######## block 1 ########
[src/rtl/mult32x32_req_if.sv]
// mult32x32_req_if
// Request/response front-end for the 32x32 sequential multiplier.
// Operand pairs arrive on a valid/ready port and are queued in a small FIFO.
// One multiply at a time is launched with start/busy, with a/b driven from the
// FIFO head. The 64-bit product is captured into a single result slot that is
// offered on a valid/ready port.
//
// Handshakes: a transfer happens on a rising clk edge where valid and ready
// are both 1. A valid source holds its data stable until that edge, and ready
// never waits for valid.
//
// Build option: define MULT_REQ_TIMEOUT_EN to add a watchdog. It counts cycles
// spent waiting for the multiplier. At TIMEOUT_CYC it drops the head request
// and sets the sticky err flag. Without the define, err is tied to 0.
//
// dbg_state exposes the control FSM state for debug and checkers.

module mult32x32_req_if #(
    parameter int FIFO_DEPTH  = 2,
    parameter int TAG_W       = 4,
    parameter int TIMEOUT_CYC = 16
) (
    input  logic             clk,
    input  logic             reset,
    input  logic             in_valid,
    output logic             in_ready,
    input  logic [31:0]      in_a,
    input  logic [31:0]      in_b,
    input  logic [TAG_W-1:0] in_tag,
    output logic             start,
    output logic [31:0]      a,
    output logic [31:0]      b,
    input  logic             busy,
    input  logic [63:0]      product,
    output logic             out_valid,
    input  logic             out_ready,
    output logic [63:0]      out_product,
    output logic [TAG_W-1:0] out_tag,
    output logic             err,
    output logic [1:0]       dbg_state
);

    localparam int PTR_W = (FIFO_DEPTH > 1) ? $clog2(FIFO_DEPTH) : 1;
    localparam int CNT_W = $clog2(FIFO_DEPTH + 1);

    typedef enum logic [1:0] {
        S_IDLE    = 2'd0,
        S_LAUNCH  = 2'd1,
        S_WAIT_HI = 2'd2,
        S_WAIT_LO = 2'd3
    } state_t;

    state_t state, state_nxt;

    logic [31:0]      a_mem   [FIFO_DEPTH];
    logic [31:0]      b_mem   [FIFO_DEPTH];
    logic [TAG_W-1:0] tag_mem [FIFO_DEPTH];

    logic [PTR_W-1:0] wr_ptr;
    logic [PTR_W-1:0] rd_ptr;
    logic [CNT_W-1:0] count;

    logic fifo_empty;
    logic fifo_full;
    logic push;
    logic pop;
    logic capture;
    logic tmo_fire;
    logic tmo_hit;
    logic [TAG_W-1:0] head_tag;

    assign fifo_empty = (count == '0);
    assign fifo_full  = (count == CNT_W'(FIFO_DEPTH));

    // The head entry leaves only when its run ends, by capture or by timeout.
    // A pop frees a slot in the same cycle, so a full FIFO can still accept.
    assign pop      = capture | tmo_fire;
    assign in_ready = !fifo_full || pop;
    assign push     = in_valid && in_ready;

    // The head entry stays put while the run is in flight, so a/b are stable.
    assign a        = fifo_empty ? '0 : a_mem[rd_ptr];
    assign b        = fifo_empty ? '0 : b_mem[rd_ptr];
    assign head_tag = fifo_empty ? '0 : tag_mem[rd_ptr];

    assign dbg_state = state;

    // FIFO storage; contents are qualified by count, so no reset is needed.
    always_ff @(posedge clk) begin
        if (push) begin
            a_mem[wr_ptr]   <= in_a;
            b_mem[wr_ptr]   <= in_b;
            tag_mem[wr_ptr] <= in_tag;
        end
    end

    // FIFO pointers and occupancy; pointers wrap naturally (depth is a power of 2).
    always_ff @(posedge clk or negedge reset) begin
        if (!reset) begin
            wr_ptr <= '0;
            rd_ptr <= '0;
            count  <= '0;
        end else begin
            if (push) wr_ptr <= wr_ptr + PTR_W'(1);
            if (pop)  rd_ptr <= rd_ptr + PTR_W'(1);
            case ({push, pop})
                2'b10:   count <= count + CNT_W'(1);
                2'b01:   count <= count - CNT_W'(1);
                default: count <= count;
            endcase
        end
    end

    // FSM state register.
    always_ff @(posedge clk or negedge reset) begin
        if (!reset) state <= S_IDLE;
        else        state <= state_nxt;
    end

    // FSM next state and control strobes.
    always_comb begin
        state_nxt = state;
        start     = 1'b0;
        capture   = 1'b0;
        tmo_fire  = 1'b0;
        case (state)
            S_IDLE: begin
                // out_valid is the registered value, so a launch waits one
                // cycle after the slot is drained.
                if (!fifo_empty && !out_valid) state_nxt = S_LAUNCH;
            end
            S_LAUNCH: begin
                start     = 1'b1;
                state_nxt = S_WAIT_HI;
            end
            S_WAIT_HI: begin
                if (tmo_hit) begin
                    tmo_fire  = 1'b1;
                    state_nxt = S_IDLE;
                end else if (busy) begin
                    state_nxt = S_WAIT_LO;
                end
            end
            S_WAIT_LO: begin
                // A completion seen in the same cycle as the timeout still counts.
                if (!busy) begin
                    capture   = 1'b1;
                    state_nxt = S_IDLE;
                end else if (tmo_hit) begin
                    tmo_fire  = 1'b1;
                    state_nxt = S_IDLE;
                end
            end
            default: state_nxt = S_IDLE;
        endcase
    end

    // Single result slot: filled on capture, emptied on the output handshake.
    always_ff @(posedge clk or negedge reset) begin
        if (!reset) begin
            out_valid   <= 1'b0;
            out_product <= '0;
            out_tag     <= '0;
        end else if (capture) begin
            out_valid   <= 1'b1;
            out_product <= product;
            out_tag     <= head_tag;
        end else if (out_valid && out_ready) begin
            out_valid   <= 1'b0;
        end
    end

`ifdef MULT_REQ_TIMEOUT_EN
    localparam int TMO_W = $clog2(TIMEOUT_CYC + 1);

    logic [TMO_W-1:0] tmo_cnt;
    logic             err_q;

    assign tmo_hit = (tmo_cnt == TMO_W'(TIMEOUT_CYC - 1));
    assign err     = err_q;

    // Watchdog: counts waiting cycles of the current run; err is sticky until reset.
    always_ff @(posedge clk or negedge reset) begin
        if (!reset) begin
            tmo_cnt <= '0;
            err_q   <= 1'b0;
        end else begin
            if (state == S_LAUNCH) begin
                tmo_cnt <= '0;
            end else if (state == S_WAIT_HI || state == S_WAIT_LO) begin
                tmo_cnt <= tmo_cnt + TMO_W'(1);
            end
            if (tmo_fire) err_q <= 1'b1;
        end
    end
`else
    assign tmo_hit = 1'b0;
    assign err     = 1'b0;
`endif

endmodule

[config.mk]
export PLATFORM = sky130hd
export DESIGN_NAME = mult32x32_req_if
export DESIGN_NICKNAME = d
export VERILOG_FILES = /design/src/rtl/mult32x32_req_if.sv
export SDC_FILE = /design/constraint.sdc
export NUM_CORES = 1
export LEC_CHECK = 0
export CAP_MARGIN = 20
export CORE_MARGIN = 4
export CORE_UTILIZATION = 45
export DETAILED_ROUTE_END_ITERATION = 8
export PLACE_DENSITY = 0.79
export SYNTH_ARGS = -nofsm -noshare
export SYNTH_HDL_FRONTEND = slang
export SYNTH_SLANG_ARGS = --single-unit
[constraint.sdc]
create_clock -name clk -period 6.05 [get_ports clk]
set_input_delay 0.605 -clock clk [delete_from_list [all_inputs] [get_ports clk]]
set_output_delay 0.605 -clock clk [all_outputs]
set_load 0.01 [all_outputs]
######## block 2 ########
`config.mk`:
```
export PLATFORM = sky130hd
export DESIGN_NAME = b_load_controller
export DESIGN_NICKNAME = d
export VERILOG_FILES = /design/src/rtl/b_ctrl_pkg.sv /design/src/rtl/sync2.sv /design/src/rtl/b_load_controller.sv
export SDC_FILE = /design/constraint.sdc
export NUM_CORES = 1
export LEC_CHECK = 0
export ABC_CLOCK_PERIOD_IN_PS = 3550
export CORE_MARGIN = 10
export CORE_UTILIZATION = 55
export CTS_CLUSTER_DIAMETER = 50
export CTS_CLUSTER_SIZE = 12
export DETAILED_ROUTE_END_ITERATION = 16
export PLACE_DENSITY = 0.81
export SYNTH_ARGS = -nofsm -noshare
export SYNTH_HDL_FRONTEND = slang
export SYNTH_SLANG_ARGS = --single-unit
```
`constraint.sdc`:
```
create_clock -name clk -period 3.55 [get_ports clk]
set_input_delay 0.71 -clock clk [delete_from_list [all_inputs] [get_ports clk]]
set_output_delay 0.71 -clock clk [all_outputs]
set_load 0.01 [all_outputs]
```
`src/rtl/b_ctrl_pkg.sv`:
```
// Shared types and constants for the operand-B load controller.
package b_ctrl_pkg;

  typedef enum logic [1:0] {
    IDLE         = 2'd0,
    DEBOUNCE     = 2'd1,
    CAPTURE      = 2'd2,
    WAIT_RELEASE = 2'd3
  } b_ctrl_state_t;

  localparam int unsigned DEBOUNCE_20MS_50MHZ = 1_000_000;

endpackage

```
`src/rtl/sync2.sv`:
```
// Two-flop synchroniser for asynchronous board inputs, with a configurable reset value.
module sync2 #(
  parameter int unsigned     W       = 1,
  parameter logic [W-1:0]    RST_VAL = '0
) (
  input  logic         clk,
  input  logic         rst_n,
  input  logic [W-1:0] i_d,
  output logic [W-1:0] o_q
);

  logic [W-1:0] r_meta;
  logic [W-1:0] r_sync;

  always_ff @(posedge clk or negedge rst_n) begin
    if (!rst_n) begin
      r_meta <= RST_VAL;
      r_sync <= RST_VAL;
    end else begin
      r_meta <= i_d;
      r_sync <= r_meta;
    end
  end

  assign o_q = r_sync;

endmodule

```
`src/rtl/b_load_controller.sv`:
```
// Debounced single-shot load of the 2-bit B operand from a bouncy active-low push-button.
module b_load_controller
  import b_ctrl_pkg::*;
#(
  parameter int unsigned DEBOUNCE_CYCLES = DEBOUNCE_20MS_50MHZ,
  parameter int unsigned CNT_W           = 4
) (
  input  logic             clk,
  input  logic             rst_n,
  input  logic             key_load_n,
  input  logic [1:0]       sw_b,
  output logic [1:0]       b_q,
  output logic             b_load,
  output logic             b_valid,
  output logic             busy,
  output logic [CNT_W-1:0] load_count
);

  localparam int unsigned DW = (DEBOUNCE_CYCLES + 1 > 1) ? $clog2(DEBOUNCE_CYCLES + 1) : 1;
  localparam logic [DW-1:0] DBNC_LAST = DW'(DEBOUNCE_CYCLES - 1);

  logic             w_key_s;
  logic [1:0]       w_sw_s;

  b_ctrl_state_t    r_state;
  b_ctrl_state_t    w_state_nxt;
  logic [DW-1:0]    r_dbnc_cnt;
  logic [DW-1:0]    w_dbnc_cnt_nxt;

  logic [1:0]       r_b_q;
  logic             r_b_load;
  logic             r_b_valid;
  logic             r_busy;
  logic [CNT_W-1:0] r_load_count;

  // Key idles high (released), switches idle low.
  sync2 #(.W(1), .RST_VAL(1'b1)) u_sync_key (
    .clk   (clk),
    .rst_n (rst_n),
    .i_d   (key_load_n),
    .o_q   (w_key_s)
  );

  sync2 #(.W(2), .RST_VAL(2'b00)) u_sync_sw (
    .clk   (clk),
    .rst_n (rst_n),
    .i_d   (sw_b),
    .o_q   (w_sw_s)
  );

  always_comb begin
    w_state_nxt    = r_state;
    w_dbnc_cnt_nxt = r_dbnc_cnt;
    case (r_state)
      IDLE: begin
        if (!w_key_s) begin
          w_state_nxt    = DEBOUNCE;
          w_dbnc_cnt_nxt = '0;
        end
      end
      DEBOUNCE: begin
        if (w_key_s) begin
          w_state_nxt = IDLE;
        end else if (r_dbnc_cnt == DBNC_LAST) begin
          w_state_nxt = CAPTURE;
        end else begin
          w_dbnc_cnt_nxt = r_dbnc_cnt + DW'(1);
        end
      end
      CAPTURE: begin
        w_state_nxt    = WAIT_RELEASE;
        w_dbnc_cnt_nxt = '0;
      end
      WAIT_RELEASE: begin
        // Any low sample (bounce or continued hold) restarts the release window.
        if (!w_key_s) begin
          w_dbnc_cnt_nxt = '0;
        end else if (r_dbnc_cnt == DBNC_LAST) begin
          w_state_nxt = IDLE;
        end else begin
          w_dbnc_cnt_nxt = r_dbnc_cnt + DW'(1);
        end
      end
      default: begin
        w_state_nxt    = IDLE;
        w_dbnc_cnt_nxt = '0;
      end
    endcase
  end

  always_ff @(posedge clk or negedge rst_n) begin
    if (!rst_n) begin
      r_state    <= IDLE;
      r_dbnc_cnt <= '0;
    end else begin
      r_state    <= w_state_nxt;
      r_dbnc_cnt <= w_dbnc_cnt_nxt;
    end
  end

  // Flags are registered from the next state so they line up exactly with r_state.
  always_ff @(posedge clk or negedge rst_n) begin
    if (!rst_n) begin
      r_b_q        <= 2'b00;
      r_b_load     <= 1'b0;
      r_b_valid    <= 1'b0;
      r_busy       <= 1'b0;
      r_load_count <= '0;
    end else begin
      r_b_load <= (w_state_nxt == CAPTURE);
      r_busy   <= (w_state_nxt != IDLE);
      if (r_state == CAPTURE) begin
        r_b_q        <= w_sw_s;
        r_b_valid    <= 1'b1;
        r_load_count <= r_load_count + CNT_W'(1);
      end
    end
  end

  assign b_q        = r_b_q;
  assign b_load     = r_b_load;
  assign b_valid    = r_b_valid;
  assign busy       = r_busy;
  assign load_count = r_load_count;

endmodule

```
Fig. 1: block 2, cell sizes after repair
(6 px per um)
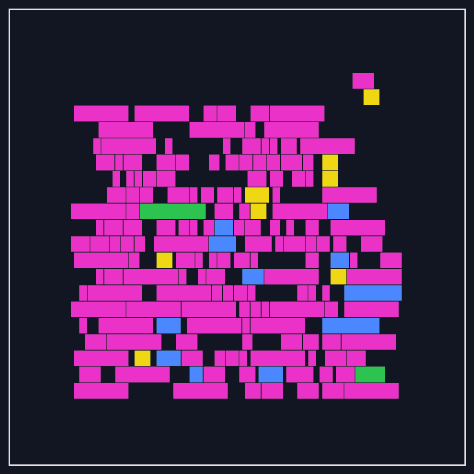
| size | colour | cells | share |
|---|---|---|---|
| drive 6 and up | green | 2 | 1.1% |
| drive 2 | blue | 11 | 6.2% |
| drive 1 or less | magenta | 156 | 88% |
| drive 3 to 4 | yellow | 8 | 4.5% |
Final WS setup: 1500 ps
count of plain and timing-repair buffers: 14
Layout area overhead: 14.3%
Design Area, Final: 1950 um2

==> impl_metrics.tcl, block 2 <==
# yosys + openroad results
set metrics [dict create \
    most_common_cell "dfrtp_1" \
    p_switching_mw 0.194 \
    min_to "u_sync_sw.o_q[1]$_DFF_PN0_" \
    synthMuxAreaShare_pct 1.98 \
    power_per_cell_area_nw_per_um2 424 \
    die_w_um 75.7 \
    worstSetupStartpoint "load_count[0]$_DFFE_PN0P_" \
    die-area_um2 5730 \
    crit_path_end "load_count[0]" \
    status "finished, final reports clean" \
    highest_layer "met4" \
    dpl_worst_slack_ps 1600 \
    numCtsBuffers 5 \
    met2WireLength_mm 1.56 \
    yosys_warnings 0 \
    clk-power_mw 0.304 \
    topCombFamilyByArea "simple AND/OR/NAND/NOR gates" \
    cp.arrival_ps 1340 \
    pwr-share-seq_pct 56.1 \
    viasPerCell 5.90 \
    cts_buffer_depth 2 \
    grt_remaining_overflow 0 \
    routedWlPerCell_um 15.0 \
    grt_pass1_vias 1265 \
    pg_comb_mw 0.0598 \
]
## block 2: layout by cell type, fill, tap and decap left out, types with 4 or more instances in the layout
cell type | synthesis | routed
clkbuf_4 | 0 | 5
nand3_1 | 11 | 11
nand2_1 | 17 | 17
xor2_1 | 11 | 11
and3_1 | 4 | 4
nand2b_1 | 4 | 4
clkdlybuf4s50_1 | 0 | 13
nor2_1 | 15 | 15
dfrtp_1 | 35 | 35
nand4_1 | 7 | 7
## block 2: through the flow
step                      cells  cell area, um2
after floorplan             161            1710
after global placement      202            1860
after detailed placement    202            1860
after CTS                   210            1950
after global routing        210            1950
final                       210            1950
## block 2: sequential cells by signal, summed over array words and instances, names as in the netlist
name	count
b_valid	1
busy	1
r_dbnc_cnt	20
b_q	2
u_sync_sw.o_q	2
u_sync_key.o_q	1
u_sync_key.r_meta	1
r_state	2
b_load	1
load_count	4
u_sync_sw.r_meta	2
## block 2: layout make-up
type	instances	area, um2	share of cell area, %
clock buffers	6	51.3	2.63
clock inverters	2	37.5	1.92
inverters	1	3.75	0.192
multi-input cells	117	752	38.5
flip-flops and latches	37	928	47.6
well taps	33	41.3	2.12
repair buffers	14	138	7.05
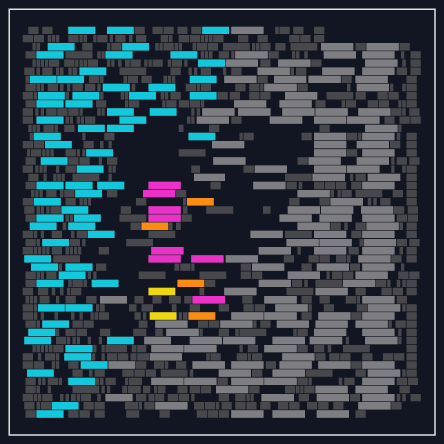
Fig. 2. Register map, names as in the netlist (block 1).
(3 px per um) Other sequential cells in the stronger grey, the rest of the logic in the fainter grey.
| netlist name | colour | sequential cells |
|---|---|---|
| `count` | yellow | 2 |
| `out_product` | cyan | 64 |
| `tag_mem` | magenta | 8 |
| `out_tag` | orange | 4 |
not coloured: 133
FF/Latch Area: 5960 um2
Final Util: 66.8%

==> impl_metrics.tcl, block 1 <==
# yosys + openroad results
set metrics [dict create \
    grt_util_met1_pct 21.7 \
    final_common_cell "clkdlybuf4s50_1" \
    ys_area_um2 8010 \
    die_w_um 141 \
    grt_pass1_wl_mm 29.0 \
    p_switching_mw 1.86 \
    fin_crit_ps 3460 \
    cp_max_fo 52 \
    switching_share_pct 31.9 \
    edf_count 136 \
    dpl_worst_slack_ps 2260 \
    power_mw 5.83 \
    ys_ff 211 \
    final_cell_mix "clkdlybuf4s50_1 (272), nand2_1 (196), edfxtp_1 (136), dfrtp_1 (74), mux2i_1 (68)" \
    timing.hold.ws_ps 257 \
    cts-root-buf "clkbuf_16" \
    hold_viol 0 \
    most_common_cell "nand2_1" \
    drive_above_1_share_pct 4.62 \
    ff2ff_path_depth 5 \
    area_growth_pct 44.8 \
    setup_tns_ps 0 \
    pin_count 275 \
    drc_errors 0 \
    finalCritPeriodShare_pct 57.3 \
    place_inst 1076 \
    syn_inst 605 \
    maxSlewViolCount 0 \
    dpl_cell_area_um2 10900 \
    status "finished, final reports clean" \
]
==> block 1: area by class of cell <==
class                      count  share of cell area, %
sequential                   211                   51.4
tap                          225                   2.43
multi-input combinational    359                   16.4
clock inverter                 5                  0.216
clock buffer                  31                   5.40
timing repair buffer         278                   24.0
inverter                       4                  0.129
==> block 1: flip-flops by register name (all words and copies together) (netlist names) <==
signal	count
rd_ptr	1
out_product	64
count	2
out_valid	1
out_tag	4
dbg_state	2
tag_mem	8
b_mem	64
a_mem	64
wr_ptr	1
==> block 1: cell families (layout without fill, tap and decap cells) <==
| logic type | after synthesis | count (layout) | share of synthesized area, % |
|---|---|---|---|
| simple gates | 268 | 268 | 12.7 |
| other cells | 1 | 1 | 0.0468 |
| mux | 69 | 69 | 8.63 |
| buf+inv | 35 | 318 | 2.09 |
| compound gates | 11 | 11 | 0.812 |
| fa+ha+maj | 5 | 5 | 0.781 |
| xor+xnor | 5 | 5 | 0.546 |
| flops | 211 | 211 | 74.4 |
==> block 1: worst max-delay path: cells and delay by family, from the launching register on <==
| kind | cells | cell delay, ps |
|---|---|---|
| buf+inv | 2 | 1340 |
| flops | 1 | 630 |
| simple gates | 1 | 210 |
| mux | 1 | 160 |


==> notes/layouts.md <==
Pictures saved along the way, in no particular order.

M3 wires.
picture 1
(6 px per um)
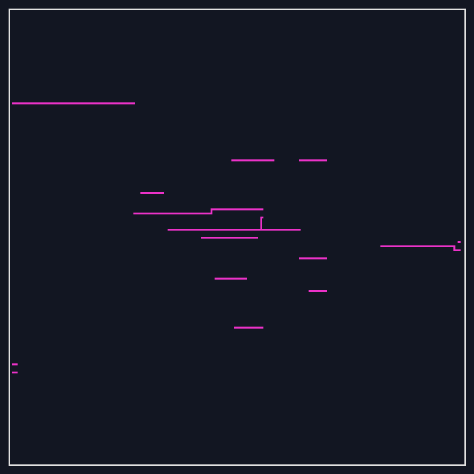
picture 2
(3 px per um)
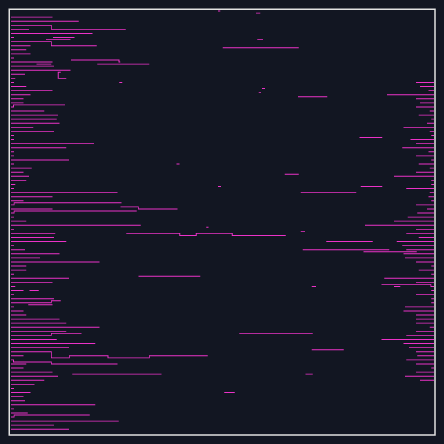
Of these, largest die: picture 2
- picture 1 = block 2
- picture 2 = block 1

Key to picture 1:
nets with wire on the layer: 12
wire length on this layer: 123 um
share of all routed wire: 3.9%
longest straight run: 21.8 um
main direction: horizontal

Power and IR drop assume default switching activity.
